# ---- down_counter_scheduler_flat ----
===== src/rtl/down_counter_scheduler_if.sv =====
// Request/grant bundle between timing clients and the shared countdown block.
//
// Ports (all carried as interface signals):
//   req       per-requester request level, held high until done
//   load_val  packed load values, slice i = [i*CNT_W +: CNT_W]
//   grant     one-hot owner of the counter, 0 when unowned
//   busy      high whenever the scheduler is not idle
//   count     current counter value
//   done      one-cycle one-hot completion pulse
//
// Modports: master = requester side, slave = scheduler side.
interface down_counter_scheduler_if #(
  parameter int NUM_REQ = 4,
  parameter int CNT_W   = 4
);
  logic [NUM_REQ-1:0]       req;
  logic [NUM_REQ*CNT_W-1:0] load_val;
  logic [NUM_REQ-1:0]       grant;
  logic                     busy;
  logic [CNT_W-1:0]         count;
  logic [NUM_REQ-1:0]       done;

  modport master (
    output req, load_val,
    input  grant, busy, count, done
  );

  modport slave (
    input  req, load_val,
    output grant, busy, count, done
  );
endinterface


===== src/rtl/down_counter_scheduler.sv =====
// Shares one programmable MOD-(L+1) down counter between NUM_REQ requesters.
// Requesters are served round-robin; the winner's load value is captured,
// counted down to 0 and a one-cycle done pulse is returned to the owner.
//
// Ports:
//   clk   rising-edge clock
//   rst   synchronous active-high reset
//   bus   down_counter_scheduler_if.slave (req, load_val in; grant, busy,
//         count, done out). All outputs are registered.
module down_counter_scheduler #(
  parameter int NUM_REQ = 4,
  parameter int CNT_W   = 4
) (
  input logic                     clk,
  input logic                     rst,
  down_counter_scheduler_if.slave bus
);

  localparam int IDX_W = (NUM_REQ > 1) ? $clog2(NUM_REQ) : 1;

  typedef enum logic [1:0] {
    IDLE,
    COUNT,
    DONE
  } state_t;

  state_t             state;
  logic [NUM_REQ-1:0] grant_q;
  logic [NUM_REQ-1:0] done_q;
  logic [CNT_W-1:0]   count_q;
  logic               busy_q;
  logic [IDX_W-1:0]   last_idx;

  logic               win_found;
  logic [IDX_W-1:0]   win_idx;
  logic [IDX_W-1:0]   cand;
  logic [NUM_REQ-1:0] win_onehot;
  logic [CNT_W-1:0]   win_load;
  logic               owner_req;

  // Round-robin search: start at the index after the last grant and take
  // the first active request, wrapping NUM_REQ-1 -> 0.
  always_comb begin
    win_found = 1'b0;
    win_idx   = last_idx;
    cand      = last_idx;
    for (int k = 1; k <= NUM_REQ; k++) begin
      cand = IDX_W'((int'(last_idx) + k) % NUM_REQ);
      if (!win_found && bus.req[cand]) begin
        win_found = 1'b1;
        win_idx   = cand;
      end
    end
  end

  // Decode the winner into its one-hot grant and select its load value.
  always_comb begin
    win_onehot = '0;
    win_load   = '0;
    for (int i = 0; i < NUM_REQ; i++) begin
      if (win_idx == IDX_W'(i)) begin
        win_onehot[i] = 1'b1;
        win_load      = bus.load_val[i*CNT_W +: CNT_W];
      end
    end
  end

  // The owner is still interested as long as its own request bit is high.
  assign owner_req = |(bus.req & grant_q);

  // Scheduler FSM. The pointer is updated at grant time, so an aborted job
  // still moves priority on to the next requester. Abort wins over the
  // count reaching zero in the same cycle.
  always_ff @(posedge clk) begin
    if (rst) begin
      state    <= IDLE;
      grant_q  <= '0;
      done_q   <= '0;
      count_q  <= '0;
      busy_q   <= 1'b0;
      last_idx <= IDX_W'(NUM_REQ - 1);
    end else begin
      done_q <= '0;
      case (state)
        IDLE: begin
          if (win_found) begin
            state    <= COUNT;
            grant_q  <= win_onehot;
            count_q  <= win_load;
            busy_q   <= 1'b1;
            last_idx <= win_idx;
          end
        end
        COUNT: begin
          if (!owner_req) begin
            state   <= IDLE;
            grant_q <= '0;
            count_q <= '0;
            busy_q  <= 1'b0;
          end else if (count_q == '0) begin
            state   <= DONE;
            done_q  <= grant_q;
            grant_q <= '0;
            busy_q  <= 1'b1;
          end else begin
            count_q <= count_q - CNT_W'(1);
          end
        end
        DONE: begin
          state   <= IDLE;
          count_q <= '0;
          busy_q  <= 1'b0;
        end
        default: begin
          state   <= IDLE;
          grant_q <= '0;
          count_q <= '0;
          busy_q  <= 1'b0;
        end
      endcase
    end
  end

  assign bus.grant = grant_q;
  assign bus.done  = done_q;
  assign bus.count = count_q;
  assign bus.busy  = busy_q;

endmodule


===== src/flat_wrapper.sv =====
// flat-port wrapper written by rule: the top's interface ports become plain ports
module down_counter_scheduler_flat 
#(
  parameter int NUM_REQ = 4,
  parameter int CNT_W   = 4
)
  (clk, rst, bus_req, bus_load_val, bus_grant, bus_busy, bus_count, bus_done);
  down_counter_scheduler_if #(.NUM_REQ(NUM_REQ), .CNT_W(CNT_W)) bus_i ();
  input logic clk;
  input logic rst;
  input wire logic [$bits(bus_i.req)-1:0] bus_req;
  input wire logic [$bits(bus_i.load_val)-1:0] bus_load_val;
  output wire logic [$bits(bus_i.grant)-1:0] bus_grant;
  output wire logic [$bits(bus_i.busy)-1:0] bus_busy;
  output wire logic [$bits(bus_i.count)-1:0] bus_count;
  output wire logic [$bits(bus_i.done)-1:0] bus_done;
  assign bus_i.req = bus_req;
  assign bus_i.load_val = bus_load_val;
  assign bus_grant = bus_i.grant;
  assign bus_busy = bus_i.busy;
  assign bus_count = bus_i.count;
  assign bus_done = bus_i.done;
  down_counter_scheduler #(.NUM_REQ(NUM_REQ), .CNT_W(CNT_W)) u_core (.clk(clk), .rst(rst), .bus(bus_i));
endmodule

===== config.mk =====
export PLATFORM = sky130hd
export DESIGN_NAME = down_counter_scheduler_flat
export DESIGN_NICKNAME = d
export VERILOG_FILES = /design/src/rtl/down_counter_scheduler_if.sv /design/src/rtl/down_counter_scheduler.sv /design/src/flat_wrapper.sv
export SDC_FILE = /design/constraint.sdc
export NUM_CORES = 1
export LEC_CHECK = 0
export CORE_MARGIN = 3
export CORE_UTILIZATION = 28
export CTS_CLUSTER_DIAMETER = 100
export DETAILED_ROUTE_END_ITERATION = 12
export GPL_TIMING_DRIVEN = 1
export PLACE_DENSITY_LB_ADDON = 0.12
export SYNTH_ARGS = -nofsm -noshare
export SYNTH_HDL_FRONTEND = slang
export SYNTH_SLANG_ARGS = --single-unit

===== constraint.sdc =====
create_clock -name clk -period 2.3 [get_ports clk]
set_input_delay 0.46 -clock clk [delete_from_list [all_inputs] [get_ports clk]]
set_output_delay 0.46 -clock clk [all_outputs]
set_load 0.02 [all_outputs]

# ---- alu_op_sequencer ----
## src/rtl/alu_op_sequencer.sv

```systemverilog
// Multi-cycle instruction sequencer driving register file, A/B/C/status loads and ALU selects.
// Optional build macro STATUS_ALL_OPS_EN: status register also loads on ADD, AND and MVN results.
module alu_op_sequencer #(
  parameter int WIDTH = 16
) (
  input  logic             clk,
  input  logic             reset_n,
  input  logic             instr_valid,
  input  logic [15:0]      instr,
  output logic             instr_ready,
  output logic             done,
  output logic             err,
  output logic [2:0]       readnum,
  output logic [2:0]       writenum,
  output logic             write,
  output logic             vsel,
  output logic             loada,
  output logic             loadb,
  output logic             loadc,
  output logic             loads,
  output logic             asel,
  output logic [1:0]       shift,
  output logic [WIDTH-1:0] sximm,
  output logic             add_sub_vals,
  output logic             and_vals,
  output logic             not_b_val,
  output logic             sub
);

  typedef enum logic [2:0] {
    S_IDLE,
    S_DECODE,
    S_GET_A,
    S_GET_B,
    S_EXEC,
    S_WRITE,
    S_ERR
  } state_t;

`ifdef STATUS_ALL_OPS_EN
  localparam bit StatusAllOps = 1'b1;
`else
  localparam bit StatusAllOps = 1'b0;
`endif

  state_t      state_q, state_d;
  logic [15:0] instr_q, instr_d;

  logic [2:0] opcode;
  logic [1:0] op;
  logic [2:0] rn, rd, rm;
  logic [1:0] shift_f;
  logic [7:0] imm8;

  assign opcode  = instr_q[15:13];
  assign op      = instr_q[12:11];
  assign rn      = instr_q[10:8];
  assign rd      = instr_q[7:5];
  assign shift_f = instr_q[4:3];
  assign rm      = instr_q[2:0];
  assign imm8    = instr_q[7:0];

  logic is_mov_imm, is_mov_reg, is_add, is_cmp, is_and, is_mvn;

  assign is_mov_imm = (opcode == 3'b110) && (op == 2'b10);
  assign is_mov_reg = (opcode == 3'b110) && (op == 2'b00);
  assign is_add     = (opcode == 3'b101) && (op == 2'b00);
  assign is_cmp     = (opcode == 3'b101) && (op == 2'b01);
  assign is_and     = (opcode == 3'b101) && (op == 2'b10);
  assign is_mvn     = (opcode == 3'b101) && (op == 2'b11);

  // sximm follows the latched word, so it stays stable until the next accept
  assign sximm = {{(WIDTH-8){imm8[7]}}, imm8};

  always_ff @(posedge clk or negedge reset_n) begin
    if (!reset_n) begin
      state_q <= S_IDLE;
      instr_q <= '0;
    end else begin
      state_q <= state_d;
      instr_q <= instr_d;
    end
  end

  always_comb begin
    instr_d = instr_q;
    if (state_q == S_IDLE && instr_valid) begin
      instr_d = instr;
    end
  end

  always_comb begin
    state_d      = state_q;
    instr_ready  = 1'b0;
    done         = 1'b0;
    err          = 1'b0;
    readnum      = 3'd0;
    writenum     = 3'd0;
    write        = 1'b0;
    vsel         = 1'b0;
    loada        = 1'b0;
    loadb        = 1'b0;
    loadc        = 1'b0;
    loads        = 1'b0;
    asel         = 1'b0;
    shift        = 2'b00;
    add_sub_vals = 1'b0;
    and_vals     = 1'b0;
    not_b_val    = 1'b0;
    sub          = 1'b0;

    case (state_q)
      S_IDLE: begin
        instr_ready = 1'b1;
        if (instr_valid) begin
          state_d = S_DECODE;
        end
      end

      S_DECODE: begin
        if (is_mov_imm) begin
          state_d = S_WRITE;
        end else if (is_mov_reg || is_mvn) begin
          state_d = S_GET_B;
        end else if (is_add || is_cmp || is_and) begin
          state_d = S_GET_A;
        end else begin
          state_d = S_ERR;
        end
      end

      S_GET_A: begin
        readnum = rn;
        loada   = 1'b1;
        state_d = S_GET_B;
      end

      S_GET_B: begin
        readnum = rm;
        loadb   = 1'b1;
        shift   = shift_f;
        state_d = S_EXEC;
      end

      // MOV Rd,Rm passes B through the adder with A forced to zero
      S_EXEC: begin
        shift        = shift_f;
        add_sub_vals = is_mov_reg || is_add || is_cmp;
        and_vals     = is_and;
        not_b_val    = is_mvn;
        sub          = is_cmp;
        asel         = is_mov_reg;
        if (is_cmp) begin
          loads   = 1'b1;
          done    = 1'b1;
          state_d = S_IDLE;
        end else begin
          loadc   = 1'b1;
          loads   = StatusAllOps && (is_add || is_and || is_mvn);
          state_d = S_WRITE;
        end
      end

      S_WRITE: begin
        write = 1'b1;
        done  = 1'b1;
        if (is_mov_imm) begin
          writenum = rn;
          vsel     = 1'b1;
        end else begin
          writenum = rd;
        end
        state_d = S_IDLE;
      end

      S_ERR: begin
        done    = 1'b1;
        err     = 1'b1;
        state_d = S_IDLE;
      end

      default: begin
        state_d = S_IDLE;
      end
    endcase
  end

endmodule

```

## config.mk

```make
export PLATFORM = sky130hd
export DESIGN_NAME = alu_op_sequencer
export DESIGN_NICKNAME = d
export VERILOG_FILES = /design/src/rtl/alu_op_sequencer.sv
export SDC_FILE = /design/constraint.sdc
export NUM_CORES = 1
export LEC_CHECK = 0
export CORE_ASPECT_RATIO = 0.75
export CORE_UTILIZATION = 45
export DETAILED_ROUTE_END_ITERATION = 10
export PLACE_DENSITY = 0.86
export SLEW_MARGIN = 5
export SYNTH_ARGS = -nofsm -noshare
export SYNTH_HDL_FRONTEND = slang
export SYNTH_SLANG_ARGS = --single-unit
```

## constraint.sdc

```tcl
create_clock -name clk -period 3.32 [get_ports clk]
set_input_delay 0.664 -clock clk [delete_from_list [all_inputs] [get_ports clk]]
set_output_delay 0.664 -clock clk [all_outputs]
set_load 0.1 [all_outputs]
```

# ---- segdisplay_scheduler ----
===== src/rtl/segdisplay_pkg.sv =====
`default_nettype none
// ============================================================================
// Module      : segdisplay_pkg
// Description : Shared state/source encodings and display saturation helper
//               for the seven-segment display scheduler.
// Revision    : 1.0 - initial release
// ============================================================================
package segdisplay_pkg;

    localparam logic [1:0] S_SCORE = 2'd0;
    localparam logic [1:0] S_HI    = 2'd1;
    localparam logic [1:0] S_EVENT = 2'd2;

    localparam logic [1:0] SRC_SCORE = 2'd0;
    localparam logic [1:0] SRC_HI    = 2'd1;
    localparam logic [1:0] SRC_EVT   = 2'd2;

    localparam logic [15:0] DISP_MAX = 16'd9999;

    // The BCD converter downstream only has four digits.
    function automatic logic [15:0] disp_sat(input logic [15:0] value);
        return (value > DISP_MAX) ? DISP_MAX : value;
    endfunction

endpackage
`default_nettype wire


===== src/rtl/segdisplay_scheduler_tick_prescaler.sv =====
`default_nettype none
// ============================================================================
// Module      : tick_prescaler
// Description : Free-running divider producing a one-cycle tick every
//               TICK_DIV clock cycles; reusable as a general timebase.
// Revision    : 1.0 - initial release
// ============================================================================
module tick_prescaler #(
    parameter int TICK_DIV = 100000
) (
    input  logic clk,
    input  logic rst_n,
    output logic tick
);

    localparam int CW = (TICK_DIV > 1) ? $clog2(TICK_DIV) : 1;
    localparam logic [CW-1:0] c_last = CW'(TICK_DIV - 1);

    logic [CW-1:0] r_count;

    always_ff @(posedge clk) begin
        if (!rst_n) begin
            r_count <= '0;
        end else if (r_count == c_last) begin
            r_count <= '0;
        end else begin
            r_count <= r_count + CW'(1);
        end
    end

    assign tick = (r_count == c_last);

endmodule
`default_nettype wire


===== src/rtl/segdisplay_scheduler.sv =====
`default_nettype none
// ============================================================================
// Module      : segdisplay_scheduler
// Description : Time-shares the 4-digit display between score, high score and
//               event messages, with optional blinking via the enable line.
// Revision    : 1.0 - initial release
// ============================================================================
module segdisplay_scheduler
    import segdisplay_pkg::*;
#(
    parameter int TICK_DIV     = 100000,
    parameter int ROTATE_TICKS = 2000,
    parameter int EVENT_TICKS  = 1000,
    parameter int BLINK_TICKS  = 250
) (
    input  logic        clk,
    input  logic        rst_n,
    input  logic [15:0] score,
    input  logic [15:0] hiscore,
    input  logic        show_hi,
    input  logic        evt_valid,
    input  logic [15:0] evt_num,
    output logic        evt_ready,
    input  logic        blink_en,
    output logic [15:0] num_out,
    output logic        enable_out,
    output logic [1:0]  src
);

    localparam int DMAX = (ROTATE_TICKS > EVENT_TICKS) ? ROTATE_TICKS : EVENT_TICKS;
    localparam int DW   = (DMAX > 1) ? $clog2(DMAX) : 1;
    localparam int BW   = (BLINK_TICKS > 1) ? $clog2(BLINK_TICKS) : 1;

    localparam logic [DW-1:0] c_rot_last   = DW'(ROTATE_TICKS - 1);
    localparam logic [DW-1:0] c_evt_last   = DW'(EVENT_TICKS - 1);
    localparam logic [BW-1:0] c_blink_last = BW'(BLINK_TICKS - 1);

    logic           w_tick;
    logic [1:0]     r_state;
    logic [1:0]     w_state_next;
    logic [DW-1:0]  r_dwell;
    logic [DW-1:0]  w_dwell_next;
    logic [15:0]    r_evt;
    logic [15:0]    w_evt_next;
    logic [BW-1:0]  r_blink_cnt;
    logic [BW-1:0]  w_blink_cnt_next;
    logic           r_phase;
    logic           w_phase_next;
    logic           w_accept;
    logic           w_rot_done;
    logic [15:0]    w_src_val;
    logic [1:0]     w_src_next;
    logic [15:0]    r_num;
    logic           r_enable;
    logic [1:0]     r_src;
    logic           r_evt_ready;

    tick_prescaler #(
        .TICK_DIV (TICK_DIV)
    ) u_prescaler (
        .clk   (clk),
        .rst_n (rst_n),
        .tick  (w_tick)
    );

    always_comb begin
        w_accept     = evt_valid & r_evt_ready;
        w_rot_done   = w_tick & (r_dwell == c_rot_last);
        w_state_next = r_state;
        case (r_state)
            S_SCORE: begin
                if (w_accept)                  w_state_next = S_EVENT;
                else if (show_hi && w_rot_done) w_state_next = S_HI;
            end
            S_HI: begin
                if (w_accept)        w_state_next = S_EVENT;
                else if (!show_hi)   w_state_next = S_SCORE;
                else if (w_rot_done) w_state_next = S_SCORE;
            end
            S_EVENT: begin
                if (w_tick && (r_dwell == c_evt_last)) w_state_next = S_SCORE;
            end
            default: w_state_next = S_SCORE;
        endcase
    end

    // Dwell saturates in S_SCORE so rotation resumes on the next tick once
    // show_hi is raised after a long idle period.
    always_comb begin
        w_dwell_next = r_dwell;
        if (w_state_next != r_state) begin
            w_dwell_next = '0;
        end else if (w_tick) begin
            if (!((r_state == S_SCORE) && (r_dwell == c_rot_last))) begin
                w_dwell_next = r_dwell + DW'(1);
            end
        end
    end

    always_comb begin
        w_evt_next = w_accept ? evt_num : r_evt;
        w_src_val  = score;
        w_src_next = SRC_SCORE;
        case (w_state_next)
            S_HI: begin
                w_src_val  = hiscore;
                w_src_next = SRC_HI;
            end
            S_EVENT: begin
                w_src_val  = w_evt_next;
                w_src_next = SRC_EVT;
            end
            default: begin
                w_src_val  = score;
                w_src_next = SRC_SCORE;
            end
        endcase
    end

    always_comb begin
        w_blink_cnt_next = r_blink_cnt;
        w_phase_next     = r_phase;
        if (!blink_en) begin
            w_blink_cnt_next = '0;
            w_phase_next     = 1'b1;
        end else if (w_tick) begin
            if (r_blink_cnt == c_blink_last) begin
                w_blink_cnt_next = '0;
                w_phase_next     = ~r_phase;
            end else begin
                w_blink_cnt_next = r_blink_cnt + BW'(1);
            end
        end
    end

    always_ff @(posedge clk) begin
        if (!rst_n) begin
            r_state     <= S_SCORE;
            r_dwell     <= '0;
            r_evt       <= '0;
            r_blink_cnt <= '0;
            r_phase     <= 1'b1;
            r_num       <= '0;
            r_enable    <= 1'b0;
            r_src       <= SRC_SCORE;
            r_evt_ready <= 1'b0;
        end else begin
            r_state     <= w_state_next;
            r_dwell     <= w_dwell_next;
            r_evt       <= w_evt_next;
            r_blink_cnt <= w_blink_cnt_next;
            r_phase     <= w_phase_next;
            r_num       <= disp_sat(w_src_val);
            r_enable    <= w_phase_next;
            r_src       <= w_src_next;
            r_evt_ready <= (w_state_next != S_EVENT);
        end
    end

    assign num_out    = r_num;
    assign enable_out = r_enable;
    assign src        = r_src;
    assign evt_ready  = r_evt_ready;

endmodule
`default_nettype wire


===== config.mk =====
export PLATFORM = sky130hd
export DESIGN_NAME = segdisplay_scheduler
export DESIGN_NICKNAME = d
export VERILOG_FILES = /design/src/rtl/segdisplay_pkg.sv /design/src/rtl/segdisplay_scheduler_tick_prescaler.sv /design/src/rtl/segdisplay_scheduler.sv
export SDC_FILE = /design/constraint.sdc
export NUM_CORES = 1
export LEC_CHECK = 0
export CAP_MARGIN = 0
export CORE_MARGIN = 1.5
export CORE_UTILIZATION = 40
export CTS_CLUSTER_SIZE = 40
export DETAILED_ROUTE_END_ITERATION = 8
export SYNTH_ARGS = -nofsm -noshare
export SYNTH_HDL_FRONTEND = slang
export SYNTH_HIERARCHICAL = 1
export SYNTH_SLANG_ARGS = --single-unit

===== constraint.sdc =====
create_clock -name clk -period 8.67 [get_ports clk]
set_input_delay 0.867 -clock clk [delete_from_list [all_inputs] [get_ports clk]]
set_output_delay 0.867 -clock clk [all_outputs]
set_load 0.03 [all_outputs]

Figure 1. Register map, names as in the netlist (down_counter_scheduler_flat).
Drawn at 6 px/µm. Other sequential cells in the stronger grey, the rest of the logic in the fainter grey.
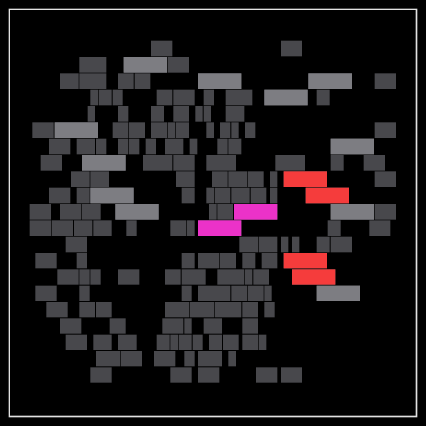
Key: red = u_core.bus.grant [flops 4, where middle right]; magenta = u_core.last_idx [flops 2]
Another 11 sequential cells are not coloured.
Register Area: 340 µm²

Figure 2. Routing congestion (down_counter_scheduler_flat).
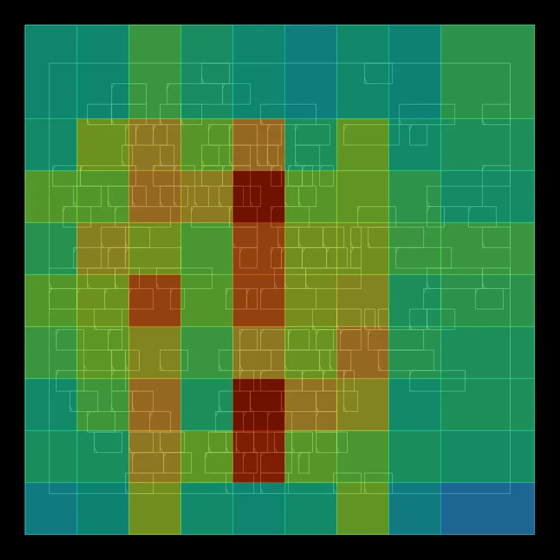
GR Layer Usage met2: 24.9%
global-route usage over all layers: 15.3%
busiest layer in global routing: met2

==> flow_summary_export.csv, down_counter_scheduler_flat <==
group,metric,value,unit
sta,period_minus_slack,2.13,ns
clock_network,cts_buffers,3,
die,floorplan.rows,21,
clock_network,cts_tree,"built",
setup_path,worst_case_register_to_register_setup_slack,0.42,ns
routing,wl_met3,205,µm
sta,number_of_failing_setup_endpoints_in_the_final_timing_report,0,
clock_network,ctsLongestPathBuffers,2,
sta,finalClockSkew,0.00279,ns
setup_path,classification_of_the_worst_setup_path,"in -> reg",
setup_path,reg2reg_to,"u_core.bus.count[1]",
finish,final-comb-area,666,µm²
synthesis,area_leaders,"dfxtp_1 (32%), nor2_1 (3.9%), a2bb2oi_1 (3.3%)",
min_path,min-delay-path-class,"reg -> reg",
finish,nonClockBufferCount,46,
min_path,min_path_cells,1,
finish,seq-cell-share,21.9,%
die,core-area,3490,µm²
finish,inv_count,4,
finish,diodes,0,
synthesis,yosys-stat-cells,121,
finish,layout.core_utilization,44.5,%
global_routing,grt_overflow,0,
sta,final_count_of_hold_timing_violations,0,
routing,drt.antenna.violating_nets,0,
finish,lay_top_count,"clkdlybuf4s50_1",
die,count_of_pins_on_the_block_boundary,35,
synthesis,mux_share,0.941,%
finish,numSequentialCells,17,
synthesis,synth_compound_gate_area_share,33.5,%
routing,met1Wirelength,1480,µm
synthesis,ys_types,50,
sta,timing_max_transition_violations_final,0,
run_status,run_status,"finished, final reports clean",
setup_path,end_kind,"register",
finish,area_share_clock_buf_inv,2.98,%
synthesis,edf_count,0,
routing,routed-via-count,1139,
synthesis,netlist_logic_family_top,"AND-OR/OR-AND gates",
finish,area_dominant_class,"multi-input combinational cells",
global_routing,global_route_wire_length_before_repair,5290,µm
setup_path,cp_data_arrival_time,2.26,ns
synthesis,synth_seq_share,32.0,%
synthesis,avgSynthCellArea,8.79,µm²
routing,firstDrtPassIters,4,
die,n_tap_cell,46,
global_routing,via_count_of_the_first_global_routing_pass,1125,
[down_counter_scheduler_flat: Yosys cell counts, drive strengths merged (2+ instances only)]
library cell and count:
a211oi 3, a21o 3, a21oi 4, a22oi 3, a2bb2oi 4, a32oi 2, and2 4, and3 2
buf 5, dfxtp 17, ha 2, inv 4, nand2 7, nand2b 3, nor2 11, nor2b 2
nor3 8, nor3b 3, o211ai 3, o21ai 6, o221ai 3, o32ai 2
[down_counter_scheduler_flat: critical path: stages]
cell and delay, ns:
clkdlybuf4s50_1 0.67, nand2b_1 0.19, a21oi_1 0.14, or3_4 0.39, a211oi_1 0.31, o22ai_1 0.11
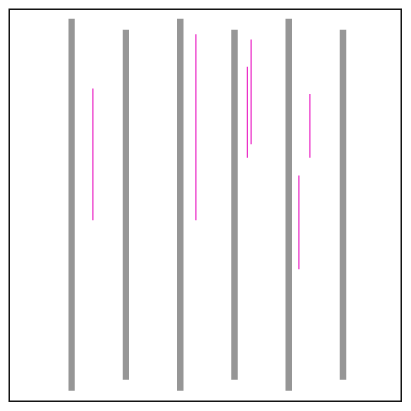
Figure 3: segdisplay_scheduler, met4 routing.
Drawn at 4 px/µm. Supply wires on this layer in grey.
The longest straight run is 46.2 µm. The layer carries 166 µm of wire. The layer holds 1.9% of the routed length.
wire length after detailed routing: 8610 µm
number of vias in the routed layout: 3127

Figure 4. Routing congestion (segdisplay_scheduler).
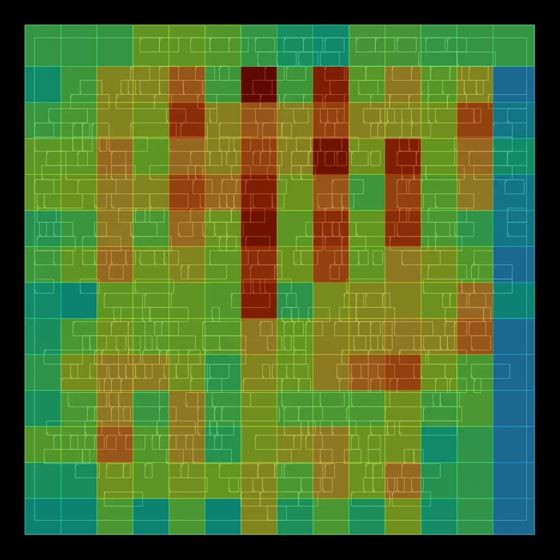
busiest layer in global routing: met2
met3 track demand over resource: 4.17%

==> flow_summary_export.csv, segdisplay_scheduler <==
group,metric,value,unit
setup_path,critPathMostFrequentCell,"ha_1",
synthesis,synth.top_cell.area_share,41.9,%
die,die_height,97.7,µm
finish,sh_comb_area,43.1,%
clock_network,cts_root_buffer,"clkbuf_8",
clock_network,postCtsResizedCells,0,
setup_path,timing.critical_path.slowest_cell_delay,0.82,ns
sta,worst-slew-pin-transition,0.999,ns
finish,finish.cell_count_without_fillers,580,
sta,peak_freq,0.209,GHz
finish,final_layout_top_logic_cells,"dfxtp_1 (75), clkdlybuf4s50_1 (72), nor2_1 (59)",
synthesis,postSynthRegisterBits,75,
global_routing,via_count_of_the_first_global_routing_pass,2888,
synthesis,simple_gate_share,23.9,%
synthesis,synth-adder-area-share,2.44,%
global_routing,grt_antenna_before_repair,0,
min_path,min_delay_worst_endpoint,"r_evt[14]",
run_status,run_status,"finished, final reports clean",
synthesis,synth-xor-area-share,6.84,%
finish,num-fill-cells,800,
setup_path,critical_path_required_time,8.89,ns
global_routing,grt_start_max_net_pins,29,
placed_design,port-buffer-count,72,
global_routing,gr-usage-all-layers,18.5,%
placed_design,dpl.hpwl,6440,µm
sta,relative_max_transition_margin,33.1,%
synthesis,postSynth.topFlopCell,"dfxtp_1",
setup_path,critical_path.startpoint_type,"register",
synthesis,netlist_instances,400,
global_routing,gr-usage-met2,27.9,%
sta,timing.final.ws_setup,3.88,ns
finish,clock_buffer_count,10,
==> segdisplay_scheduler: worst register-to-register path: stages, from the launching register on <==
cell and delay (ns):
dfxtp_1 0.37, ha_1 0.29, nand4_4 0.15, or2_4 0.29
nor3_2 0.82, nand4bb_1 0.17, o41ai_1 0.33, o21ai_0 0.21
ha_1 0.65, nand2b_1 0.44, o21bai_2 0.18, a21o_1 0.32
o41a_1 0.45
==> segdisplay_scheduler: flip-flops by register name (all words and copies together) (netlist names) <==
signal and count:
enable_out 1, evt_ready 1, num_out 16, r_blink_cnt 8
r_dwell 11, r_evt 16, r_phase 1, r_state 2
src 2, u_prescaler/r_count 17
Figure 5. Register map, names as in the netlist (alu_op_sequencer).
Drawn at 8 px/µm. Other cells in grey.
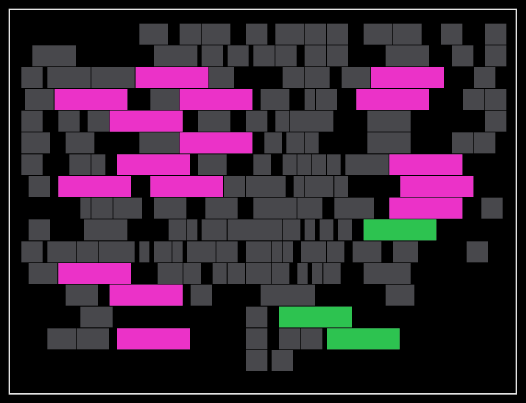
Key: magenta = instr_q [flops 16]; green = state_q [flops 3]
fin util: 62.2%
Register Area: 475 µm²

==> flow_summary_export.csv, alu_op_sequencer <==
group,metric,value,unit
setup_path,critical_path.startpoint_type,"register",
routing,drt-vias-per-instance,5.31,
setup_path,path_cells,"nor3b_1 > nand4_1 > a21oi_1 > buf_4",
die,floorplan.rows,16,
setup_path,critical_path_required_time,2.66,ns
finish,sh_comb_area,36.5,%
finish,seq-cell-share,28.9,%
synthesis,simple_gate_share,17.8,%
finish,numSequentialCells,19,
global_routing,busiest_layer_in_global_routing,"met2",
finish,area_share_clock_buf_inv,2.82,%
run_status,run_status,"finished, final reports clean",
finish,clock_buffer_count,3,
placed_design,pre_cts_slack,1.08,ns
synthesis,synth.largest_area_cell,"dfrtp_1",
synthesis,synth-adder-area-share,0,%
synthesis,netlist_logic_family_top,"simple AND/OR/NAND/NOR gates",
synthesis,synth.cell_area,1260,µm²
clock_network,cts.htree.levels,1,
clock_network,cts_hold_buffers,0,
clock_network,post-cts-setup-buffers,0,

==> screenshots <==
Metal layers overlaid.
Plate I
Drawn at 4 px/µm. Two of the layers only.
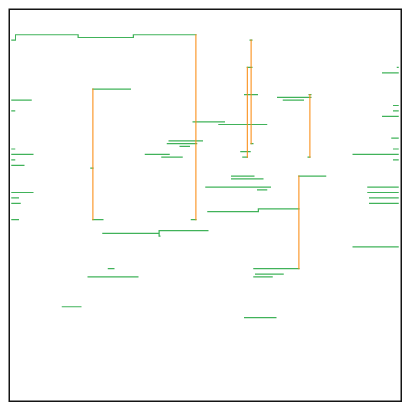
Plate II
Drawn at 8 px/µm. Two of the layers only.
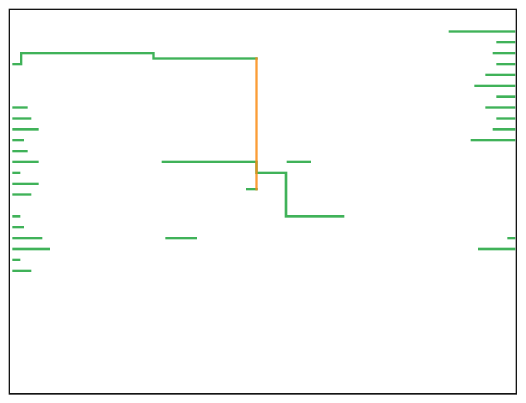
Plate III
Drawn at 6 px/µm. Two of the layers only.
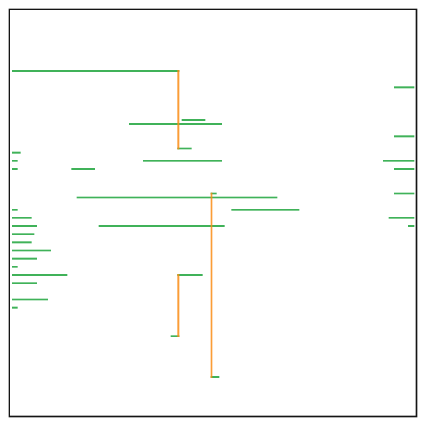
The one with the smallest die is Plate II.
alu_op_sequencer -> Plate II
down_counter_scheduler_flat -> Plate III
segdisplay_scheduler -> Plate I

Key to Plate I:
Key: orange = met4 [wire length 166 µm]; green = met3 [wire length 364 µm]


# ---- mem_issuer ----
Figure 6. Signal wires on met1 (mem_issuer).
Drawn at 3 px/µm. Supply wires on this layer in grey.
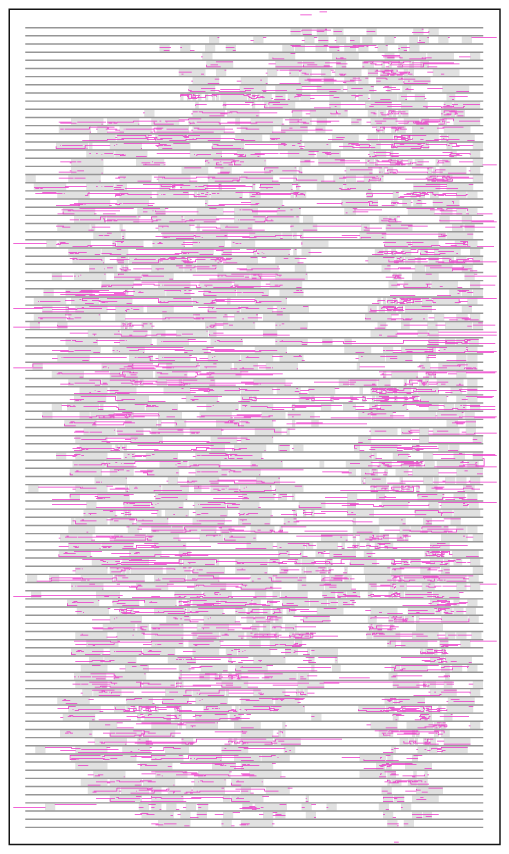

File: src/rtl/mem_pkg.sv
// rtl/mem_pkg.sv - shared constants, channel type and FSM states for the memory issuer
package mem_pkg;
   localparam int CH_BIT = 25;
   localparam int WR_BIT = 31;
   localparam int ADDR_W = 26;
   localparam int SLOTS_PER_CH_DEF = 10;

   typedef logic [0:0] ch_t;

   typedef enum logic [1:0] {IDLE, ISSUE, BLOCKED, DRAIN} state_t;

   function automatic ch_t chan_of(input logic [31:0] instr);
      logic [ADDR_W-1:0] addr;
      addr = instr[ADDR_W-1:0];
      return addr[CH_BIT];
   endfunction
endpackage

File: src/rtl/issue_fifo.sv
// rtl/issue_fifo.sv - synchronous request FIFO with registered occupancy and head-of-queue view
module issue_fifo #(
   parameter int DEPTH = 8,
   parameter int WIDTH = 32
) (
   input  logic             clock,
   input  logic             reset,
   input  logic             push,
   input  logic [WIDTH-1:0] push_data,
   input  logic             pop,
   output logic             full,
   output logic             empty,
   output logic [WIDTH-1:0] head
);
   localparam int AW = $clog2(DEPTH);
   localparam logic [AW:0] FULL_COUNT = (AW+1)'(DEPTH);

   logic [WIDTH-1:0] mem [DEPTH];
   logic [AW-1:0]    wr_ptr;
   logic [AW-1:0]    rd_ptr;
   logic [AW:0]      count;
   logic             do_push;
   logic             do_pop;

   assign do_push = push && !full;
   assign do_pop  = pop && !empty;
   assign full    = (count == FULL_COUNT);
   assign empty   = (count == '0);
   assign head    = mem[rd_ptr];

   always_ff @(posedge clock or posedge reset) begin
      if (reset) begin
         wr_ptr <= '0;
         rd_ptr <= '0;
         count  <= '0;
      end else begin
         if (do_push) wr_ptr <= wr_ptr + 1'b1;
         if (do_pop)  rd_ptr <= rd_ptr + 1'b1;
         count <= count + {{AW{1'b0}}, do_push} - {{AW{1'b0}}, do_pop};
      end
   end

   // Storage needs no reset: occupancy alone decides what is valid.
   always_ff @(posedge clock) begin
      if (do_push) mem[wr_ptr] <= push_data;
   end
endmodule

File: src/rtl/mem_issuer.sv
// rtl/mem_issuer.sv - in-order request issuer with per-channel slot credits
// Optional watchdog and timeout_err port under MEM_ISSUER_TIMEOUT_EN.
module mem_issuer
   import mem_pkg::*;
#(
   parameter int FIFO_DEPTH   = 8,
   parameter int SLOTS_PER_CH = SLOTS_PER_CH_DEF
`ifdef MEM_ISSUER_TIMEOUT_EN
   ,
   parameter int TIMEOUT_CYCLES = 1024
`endif
) (
   input  logic        clock,
   input  logic        reset,
   input  logic        req_valid,
   input  logic [31:0] req_instr,
   output logic        req_ready,
   input  logic        drain,
   output logic [31:0] instruction,
   output logic        m_grant,
   output logic        write_enable,
   input  logic        mem_request,
   input  logic [31:0] data,
   output logic        resp_valid,
   output logic [31:0] resp_data,
   output logic [3:0]  outstanding_ch0,
   output logic [3:0]  outstanding_ch1,
   output logic [31:0] issued_count,
   output logic [31:0] completed_count,
   output logic        drain_done,
`ifdef MEM_ISSUER_TIMEOUT_EN
   output logic        timeout_err,
`endif
   output logic        spurious_err
);
   localparam logic [3:0] SLOTS = 4'(SLOTS_PER_CH);

   logic        push;
   logic        pop;
   logic        full;
   logic        empty;
   logic [31:0] head;
   state_t      state;
   state_t      next_state;
   ch_t         head_ch;
   ch_t         cmp_ch;
   logic [3:0]  head_cnt;
   logic        cmp_ok;
   logic        inc0, inc1, dec0, dec1;

   assign req_ready = !full;
   assign push      = req_valid && !full;

   issue_fifo #(.DEPTH(FIFO_DEPTH), .WIDTH(32)) u_fifo (
      .clock     (clock),
      .reset     (reset),
      .push      (push),
      .push_data (req_instr),
      .pop       (pop),
      .full      (full),
      .empty     (empty),
      .head      (head)
   );

   always_ff @(posedge clock or posedge reset) begin
      if (reset) state <= IDLE;
      else       state <= next_state;
   end

   // A full channel stalls the head and therefore everything behind it.
   always_comb begin
      next_state = IDLE;
      head_ch    = chan_of(head);
      cmp_ch     = chan_of(data);
      head_cnt   = (head_ch == 1'b1) ? outstanding_ch1 : outstanding_ch0;
      if (drain)                next_state = DRAIN;
      else if (empty)           next_state = IDLE;
      else if (head_cnt == SLOTS) next_state = BLOCKED;
      else                      next_state = ISSUE;
      pop    = (next_state == ISSUE);
      cmp_ok = mem_request &&
               (((cmp_ch == 1'b1) ? outstanding_ch1 : outstanding_ch0) != 4'd0);
      inc0   = pop && (head_ch == 1'b0);
      inc1   = pop && (head_ch == 1'b1);
      dec0   = cmp_ok && (cmp_ch == 1'b0);
      dec1   = cmp_ok && (cmp_ch == 1'b1);
   end

   assign m_grant      = (state == ISSUE);
   assign write_enable = m_grant && instruction[WR_BIT];

   always_ff @(posedge clock or posedge reset) begin
      if (reset) begin
         instruction     <= '0;
         outstanding_ch0 <= '0;
         outstanding_ch1 <= '0;
         issued_count    <= '0;
         completed_count <= '0;
         resp_valid      <= 1'b0;
         resp_data       <= '0;
         spurious_err    <= 1'b0;
         drain_done      <= 1'b0;
      end else begin
         if (pop) begin
            instruction  <= head;
            issued_count <= issued_count + 32'd1;
         end
         outstanding_ch0 <= outstanding_ch0 + {3'b0, inc0} - {3'b0, dec0};
         outstanding_ch1 <= outstanding_ch1 + {3'b0, inc1} - {3'b0, dec1};
         resp_valid      <= cmp_ok;
         if (cmp_ok) begin
            resp_data       <= data;
            completed_count <= completed_count + 32'd1;
         end
         if (mem_request && !cmp_ok) spurious_err <= 1'b1;
         drain_done <= drain && empty && (outstanding_ch0 == 4'd0) && (outstanding_ch1 == 4'd0);
      end
   end

`ifdef MEM_ISSUER_TIMEOUT_EN
   logic [31:0] wd_cnt;

   always_ff @(posedge clock or posedge reset) begin
      if (reset) begin
         wd_cnt      <= '0;
         timeout_err <= 1'b0;
      end else if (cmp_ok || ((outstanding_ch0 == 4'd0) && (outstanding_ch1 == 4'd0))) begin
         wd_cnt <= '0;
      end else begin
         wd_cnt <= wd_cnt + 32'd1;
         if (wd_cnt + 32'd1 == 32'(TIMEOUT_CYCLES)) timeout_err <= 1'b1;
      end
   end
`endif
endmodule

File: config.mk
export PLATFORM = sky130hd
export DESIGN_NAME = mem_issuer
export DESIGN_NICKNAME = d
export VERILOG_FILES = /design/src/rtl/mem_pkg.sv /design/src/rtl/issue_fifo.sv /design/src/rtl/mem_issuer.sv
export SDC_FILE = /design/constraint.sdc
export NUM_CORES = 1
export LEC_CHECK = 0
export CORE_ASPECT_RATIO = 1.75
export CORE_MARGIN = 5
export CORE_UTILIZATION = 40
export DETAILED_ROUTE_END_ITERATION = 16
export PLACE_DENSITY_LB_ADDON = 0.25
export SKIP_CTS_REPAIR_TIMING = 1
export SLEW_MARGIN = 20
export SYNTH_ARGS = -nofsm -noshare
export SYNTH_HDL_FRONTEND = slang
export SYNTH_HIERARCHICAL = 1
export SYNTH_SLANG_ARGS = --single-unit
File: constraint.sdc
create_clock -name clock -period 7.91 [get_ports clock]
set_input_delay 2.373 -clock clock [delete_from_list [all_inputs] [get_ports clock]]
set_output_delay 2.373 -clock clock [all_outputs]
set_load 0.05 [all_outputs]
# ---- bcd_to_bin_seq ----
## config.mk

```make
export PLATFORM = sky130hd
export DESIGN_NAME = bcd_to_bin_seq
export DESIGN_NICKNAME = d
export VERILOG_FILES = /design/src/rtl/bcd_to_bin_seq.sv
export SDC_FILE = /design/constraint.sdc
export NUM_CORES = 1
export LEC_CHECK = 0
export ABC_AREA = 1
export ABC_CLOCK_PERIOD_IN_PS = 3700
export CAP_MARGIN = 10
export CORE_ASPECT_RATIO = 0.7
export CORE_MARGIN = 5
export CORE_UTILIZATION = 58
export CTS_CLUSTER_DIAMETER = 100
export CTS_CLUSTER_SIZE = 14
export DETAILED_ROUTE_END_ITERATION = 8
export PLACE_DENSITY = 0.84
export RECOVER_POWER = 50
export SLEW_MARGIN = 20
export SYNTH_ARGS = -nofsm -noshare
export SYNTH_HDL_FRONTEND = slang
export SYNTH_SLANG_ARGS = --single-unit
export TNS_END_PERCENT = 5
```

## constraint.sdc

```tcl
create_clock -name clk_10kHz -period 3.7 [get_ports clk_10kHz]
set_clock_uncertainty 0.15 [all_clocks]
set_input_delay 0.74 -clock clk_10kHz [delete_from_list [all_inputs] [get_ports clk_10kHz]]
set_output_delay 0.74 -clock clk_10kHz [all_outputs]
set_load 0.02 [all_outputs]
```

## src/rtl/bcd_to_bin_seq.sv

```systemverilog
// bcd_to_bin_seq: sequential 5-digit packed BCD to 17-bit binary converter.
// Reverse double-dabble, one shift/correct iteration per clock, 21-clock latency.
// Optional build macro BCD2BIN_CHECK_EN adds the err output and invalid-digit
// screening; without it the datapath runs unchanged on any nibble value.
module bcd_to_bin_seq (
  input  logic        clk_10kHz,
  input  logic        clr,
  input  logic        start,
  input  logic [19:0] bcd_in,
  output logic        busy,
  output logic        done,
  output logic [16:0] bin
`ifdef BCD2BIN_CHECK_EN
  ,
  output logic        err
`endif
);

  typedef enum logic [1:0] {
    IDLE = 2'd0,
    CONV = 2'd1,
    DONE = 2'd2
  } state_t;

  state_t      state_q;
  // {bcd[19:0], acc[19:0]} working register
  logic [39:0] sr_q;
  logic [39:0] sr_d;
  logic [39:0] sr_shift_s;
  logic [4:0]  cnt_q;
  logic        busy_q;
  logic        done_q;
  logic [16:0] bin_q;
`ifdef BCD2BIN_CHECK_EN
  logic        inv_q;
  logic        err_q;
  logic        inv_s;
`endif

  // A BCD digit that reached >= 8 after the right shift carried in a
  // half-weight of 5 from the digit above; subtracting 3 restores it.
  function automatic logic [3:0] fix_nibble(input logic [3:0] n);
    if (n >= 4'd8) begin
      return n - 4'd3;
    end else begin
      return n;
    end
  endfunction

`ifdef BCD2BIN_CHECK_EN
  // True when any of the five packed digits is outside 0..9.
  function automatic logic any_bad_digit(input logic [19:0] b);
    logic bad;
    bad = 1'b0;
    for (int i = 0; i < 5; i++) begin
      if (b[4*i +: 4] > 4'd9) begin
        bad = 1'b1;
      end else begin
        bad = bad;
      end
    end
    return bad;
  endfunction

  // Screen the incoming operand for illegal digits.
  always_comb begin
    inv_s = any_bad_digit(bcd_in);
  end
`endif

  // One iteration: shift the whole register right, then correct each BCD nibble.
  always_comb begin
    sr_shift_s = sr_q >> 6'd1;
    sr_d       = sr_shift_s;
    for (int i = 0; i < 5; i++) begin
      sr_d[20 + 4*i +: 4] = fix_nibble(sr_shift_s[20 + 4*i +: 4]);
    end
  end

  // Control FSM with registered outputs; clr wins over every state.
  always_ff @(posedge clk_10kHz) begin
    if (clr) begin
      state_q <= IDLE;
      sr_q    <= 40'd0;
      cnt_q   <= 5'd0;
      busy_q  <= 1'b0;
      done_q  <= 1'b0;
      bin_q   <= 17'd0;
`ifdef BCD2BIN_CHECK_EN
      inv_q   <= 1'b0;
      err_q   <= 1'b0;
`endif
    end else begin
      case (state_q)
        IDLE: begin
          done_q <= 1'b0;
          if (start) begin
            sr_q    <= {bcd_in, 20'd0};
            cnt_q   <= 5'd0;
            busy_q  <= 1'b1;
            state_q <= CONV;
`ifdef BCD2BIN_CHECK_EN
            inv_q   <= inv_s;
`endif
          end else begin
            state_q <= IDLE;
          end
        end
        CONV: begin
          sr_q  <= sr_d;
          cnt_q <= cnt_q + 5'd1;
          // The 20th iteration is the one performed while cnt_q is 19.
          if (cnt_q == 5'd19) begin
            state_q <= DONE;
          end else begin
            state_q <= CONV;
          end
        end
        DONE: begin
`ifdef BCD2BIN_CHECK_EN
          bin_q <= inv_q ? 17'd0 : sr_q[16:0];
          err_q <= inv_q;
`else
          bin_q <= sr_q[16:0];
`endif
          done_q  <= 1'b1;
          busy_q  <= 1'b0;
          state_q <= IDLE;
        end
        default: begin
          state_q <= IDLE;
          busy_q  <= 1'b0;
          done_q  <= 1'b0;
        end
      endcase
    end
  end

  assign busy = busy_q;
  assign done = done_q;
  assign bin  = bin_q;
`ifdef BCD2BIN_CHECK_EN
  assign err  = err_q;
`endif

endmodule

```

Figure 7. Signal wires on met1 (bcd_to_bin_seq).
Drawn at 6 px/µm. Supply wires on this layer in grey.
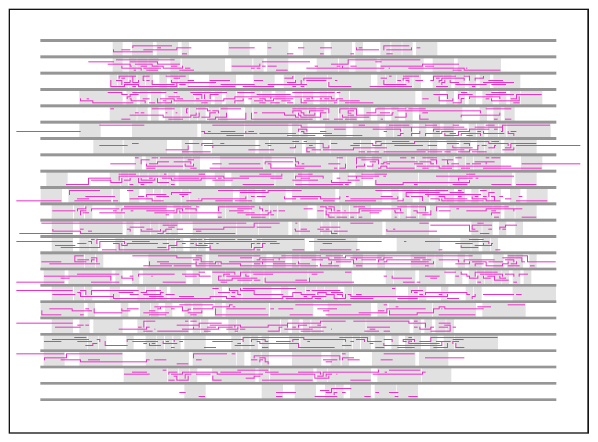
The layer carries 3170 µm of wire. The layer holds 46% of the routed length. 440 nets have wire on it. The wires run mostly horizontal.
Global Route met1 Usage: 28.6%
wire length after detailed routing: 6870 µm
number of vias in the routed layout: 2733

==> flow_summary_export.csv, bcd_to_bin_seq <==
group,metric,value,unit
global_routing,grt_overflow,0,
power,p_per_area,438,nW/µm²
run_status,run_status,"finished with violations",
synthesis,netlist_logic_family_top,"simple AND/OR/NAND/NOR gates",
run_status,violations,"max-capacitance violations, max-slew violations",
sta,timing_max_transition_violations_final,24,
synthesis,netlist_instances,408,
power,power.switching,367,µW
routing,top_signal_layer_used,"met4",
finish,inv_count,30,
finish,share_of_layout_cells_above_drive_strength_1,4.95,%
die,count_of_pins_on_the_block_boundary,42,
clock_network,cts_hold_buffers,0,
synthesis,avgSynthCellArea,7.40,µm²
setup_path,classification_of_the_worst_setup_path,"in -> reg",
clock_network,postCtsResizedCells,0,
power,seq_power_share,48.6,%
finish,final_net_count,473,
power,comb_power_share,9.5,%
synthesis,synth_seq_share,43.7,%
setup_path,critical_path_startpoint,"clr",
setup_path,crit_path_max_fanout,23,
die,design.die.area,6770,µm²
clock_network,post-cts-setup-buffers,0,
flow_run,cap_violations,1,
synthesis,postSynthRegisterBits,66,
finish,area_dominant_class,"multi-input combinational cells",
setup_path,path_cells,"clkdlybuf4s50_1 > nor2_1 > inv_1 > o22ai_1",
synthesis,synth_dominant_cell_count,"nand2_1",
finish,layout-area-overhead-vs-synth,17.0,%
finish,finalInstanceArea,3530,µm²
==> bcd_to_bin_seq: placed cells by master (no fill, tap or decap), drive strengths merged, types with 3 or more instances in the layout <==
| cell | n |
|---|---|
| o21ai | 46 |
| dlygate4sd3 | 3 |
| a21oi | 14 |
| clkdlybuf4s50 | 38 |
| inv | 30 |
| nor2 | 49 |
| clkbuf | 12 |
| o22ai | 7 |
| xor2 | 4 |
| dfxtp | 66 |
| ha | 9 |
| nand2 | 117 |
| nand3 | 40 |
Figure 8. Routing congestion (mem_issuer).
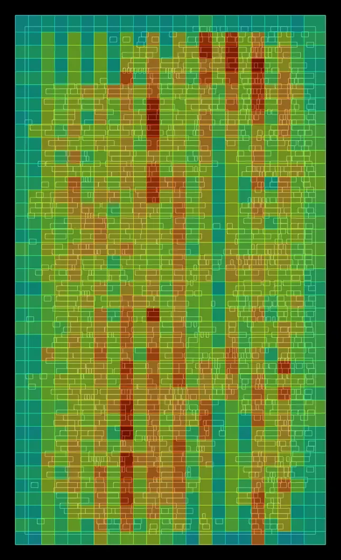
fin util: 50.1%
average routed wire per standard cell: 19.8 µm
met3 track demand over resource: 2.87%
busiest layer in global routing: met2
global-route usage over all layers: 15.8%

About Figure 6:
The layer carries 13500 µm of wire. The longest straight run is 43.7 µm.
number of vias in the routed layout: 8887
wire length after detailed routing: 35400 µm
Global Route met1 Usage: 18.4%

==> flow_summary_export.csv, mem_issuer <==
group,metric,value,unit
routing,firstDrtPassIters,4,
global_routing,grt_overflow,0,
synthesis,yosys-stat-cells,969,
die,floorplan.rows,98,
setup_path,path_cells,"clkdlybuf4s50_1 > or3_2 > clkinv_2 > buf_4 > nand2b_1 > inv_1 > ha_1 > inv_1 > ha_1 > a21o_1 > a21oi_1 > xor2_1",
synthesis,postSynthNetCount,1061,
synthesis,ys_types,47,
power,dominant_power_group,"sequential cells",
power,clockNetworkPower,1.82,mW
global_routing,via_count_of_the_first_global_routing_pass,9656,
finish,max_flop_register,"u_fifo/mem",
sta,finalClockPeriodUsage,61.9,%
finish,clock_buffer_count,57,
clock_network,cts_root_buffer,"clkbuf_16",
run_status,run_status,"finished, final reports clean",
sta,timing_max_transition_violations_final,0,
setup_path,classification_of_the_worst_setup_path,"in -> reg",
synthesis,netlist_logic_family_top,"multiplexers",
finish,final_layout_top_logic_cells,"edfxtp_1 (256), clkdlybuf4s50_1 (210), dfrtp_1 (148)",
clock_network,cts_tree,"built",
clock_network,clk_pin_slew,0.06,ns
power,seq_power_share,40.4,%
synthesis,mux_share,14.0,%
die,count_of_pins_on_the_block_boundary,211,
finish,num-fill-cells,3507,
min_path,hold_path_startpoint,"instruction[23]",
sta,final_count_of_hold_timing_violations,0,
global_routing,grt_start_max_net_pins,79,
synthesis,synth.largest_area_cell,"edfxtp_1",
placed_design,finalWeightedCongestion,0.755,
finish,final_net_count,1294,
finish,area_dominant_class,"sequential cells",
synthesis,postSynth.topFlopCell,"edfxtp_1",
synthesis,synth.cell_area,16400,µm²
finish,share_of_layout_cells_above_drive_strength_1,16.7,%
synthesis,simple_gate_share,7.79,%
setup_path,r2r_cells,14,
flow_run,number_of_logged_tool_warnings,27,
global_routing,grt_antenna_before_repair,3,
synthesis,netlist_instances,969,
power,power.switching,2.57,mW
power,intPower,4.80,mW
finish,largest_register_ffs,256,
synthesis,postSynthRegisterBits,407,
clock_network,cts_buffers,39,
routing,drt.antenna.violating_nets,0,
[mem_issuer: stage by stage]
stage	power [mW]	setup WS, ns
final	7.38	3.01
after global routing	7.78	2.82
after CTS	7.52	2.95
after detailed placement	5.67	2.41
after global placement	5.62	2.47
after floorplan	4.81	1.76
[mem_issuer: routing by layer]
layer / GRT usage [%] / up-vias / wire length, µm
li1: - / 4089 / -
met1: 18.4 / 4535 / 13500
met2: 29.0 / 204 / 19200
met3: 2.87 / 59 / 1690
met4: 5.23 / 0 / 980
met5: 0 / - / 0

==> notes/layouts.md <==
Pictures saved along the way, in no particular order.

Metal layers overlaid.
picture 1
Drawn at 2 px/µm. Two of the layers only.
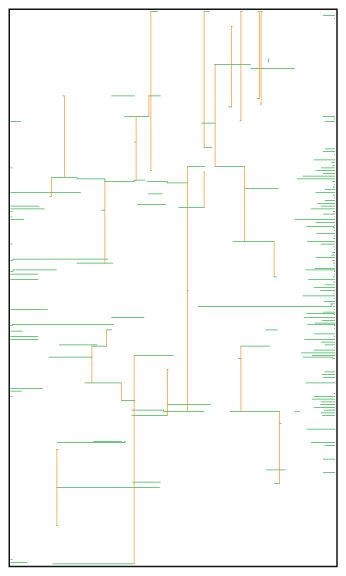
picture 2
Drawn at 4 px/µm. Two of the layers only.
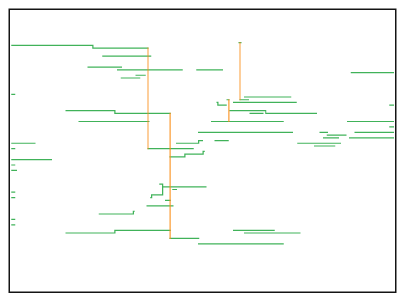
For bcd_to_bin_seq, see picture 2.
For mem_issuer, see picture 1.
Of these, largest die: picture 1
Of these, most wire: picture 1

Key to picture 1:
Key: green = met3 [wire length 1690 µm]; orange = met4 [wire length 981 µm]



==> notes/layouts.md <==
Pictures saved along the way, in no particular order.

Signal wires on met1.
image #1
Drawn at 8 px/µm. Supply wires on this layer in grey.
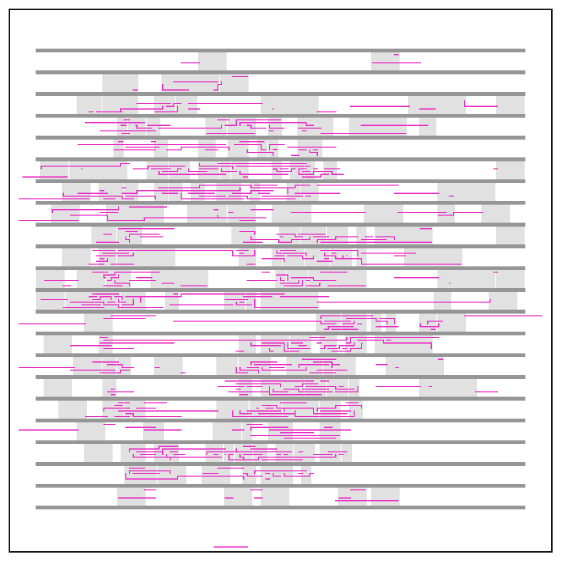
image #2
Drawn at 6 px/µm. Supply wires on this layer in grey.
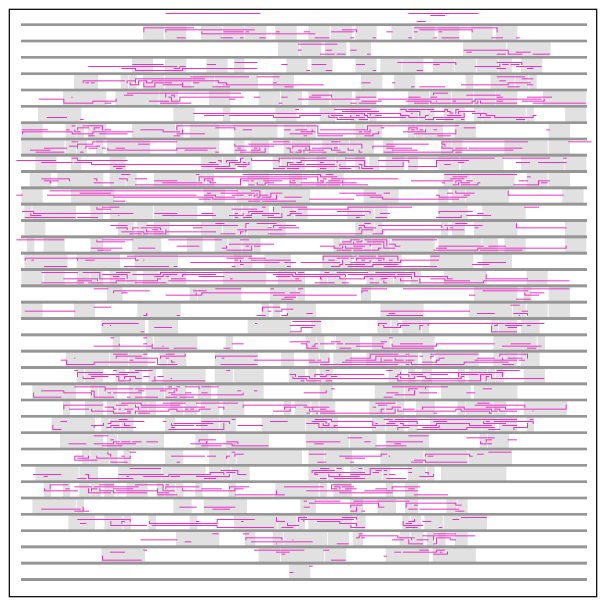
image #3
Drawn at 10 px/µm. Supply wires on this layer in grey.
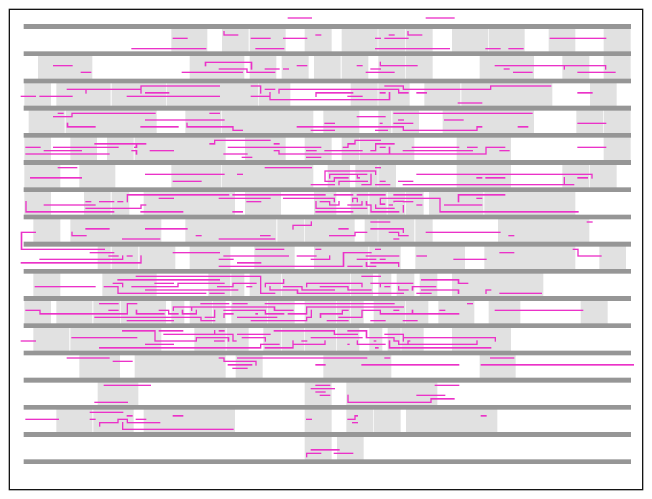
Image #2 is segdisplay_scheduler.
Image #3 is alu_op_sequencer.
Image #1 is down_counter_scheduler_flat.
The one with the largest die is image #2.
The one with the smallest die is image #3.


==> notes/layouts.md <==
Pictures saved along the way, in no particular order.

Register map, names as in the netlist.
(a)
Drawn at 4 px/µm. Other sequential cells in the stronger grey, the rest of the logic in the fainter grey.
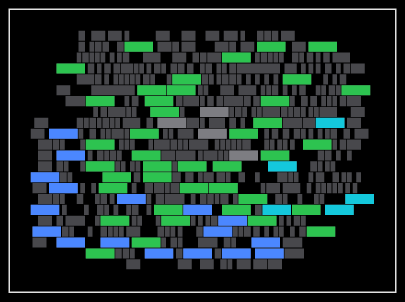
(b)
Drawn at 4 px/µm. Other sequential cells in the stronger grey, the rest of the logic in the fainter grey.
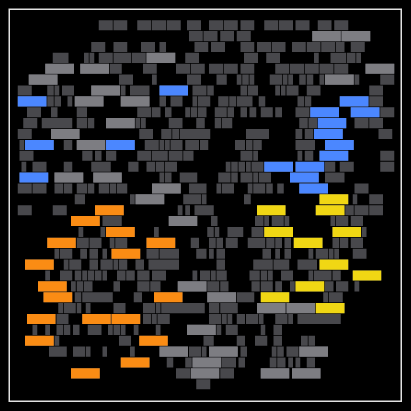
(c)
Drawn at 2 px/µm. Other sequential cells in the stronger grey, the rest of the logic in the fainter grey.
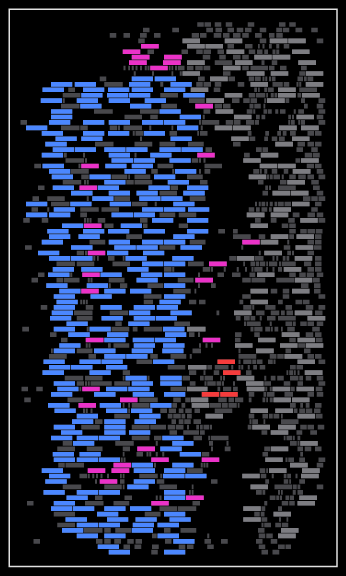
- bcd_to_bin_seq = (a)
- segdisplay_scheduler = (b)
- mem_issuer = (c)
- largest die: (c)

Power figures rest on the tool's default switching activity, not on a simulated workload.
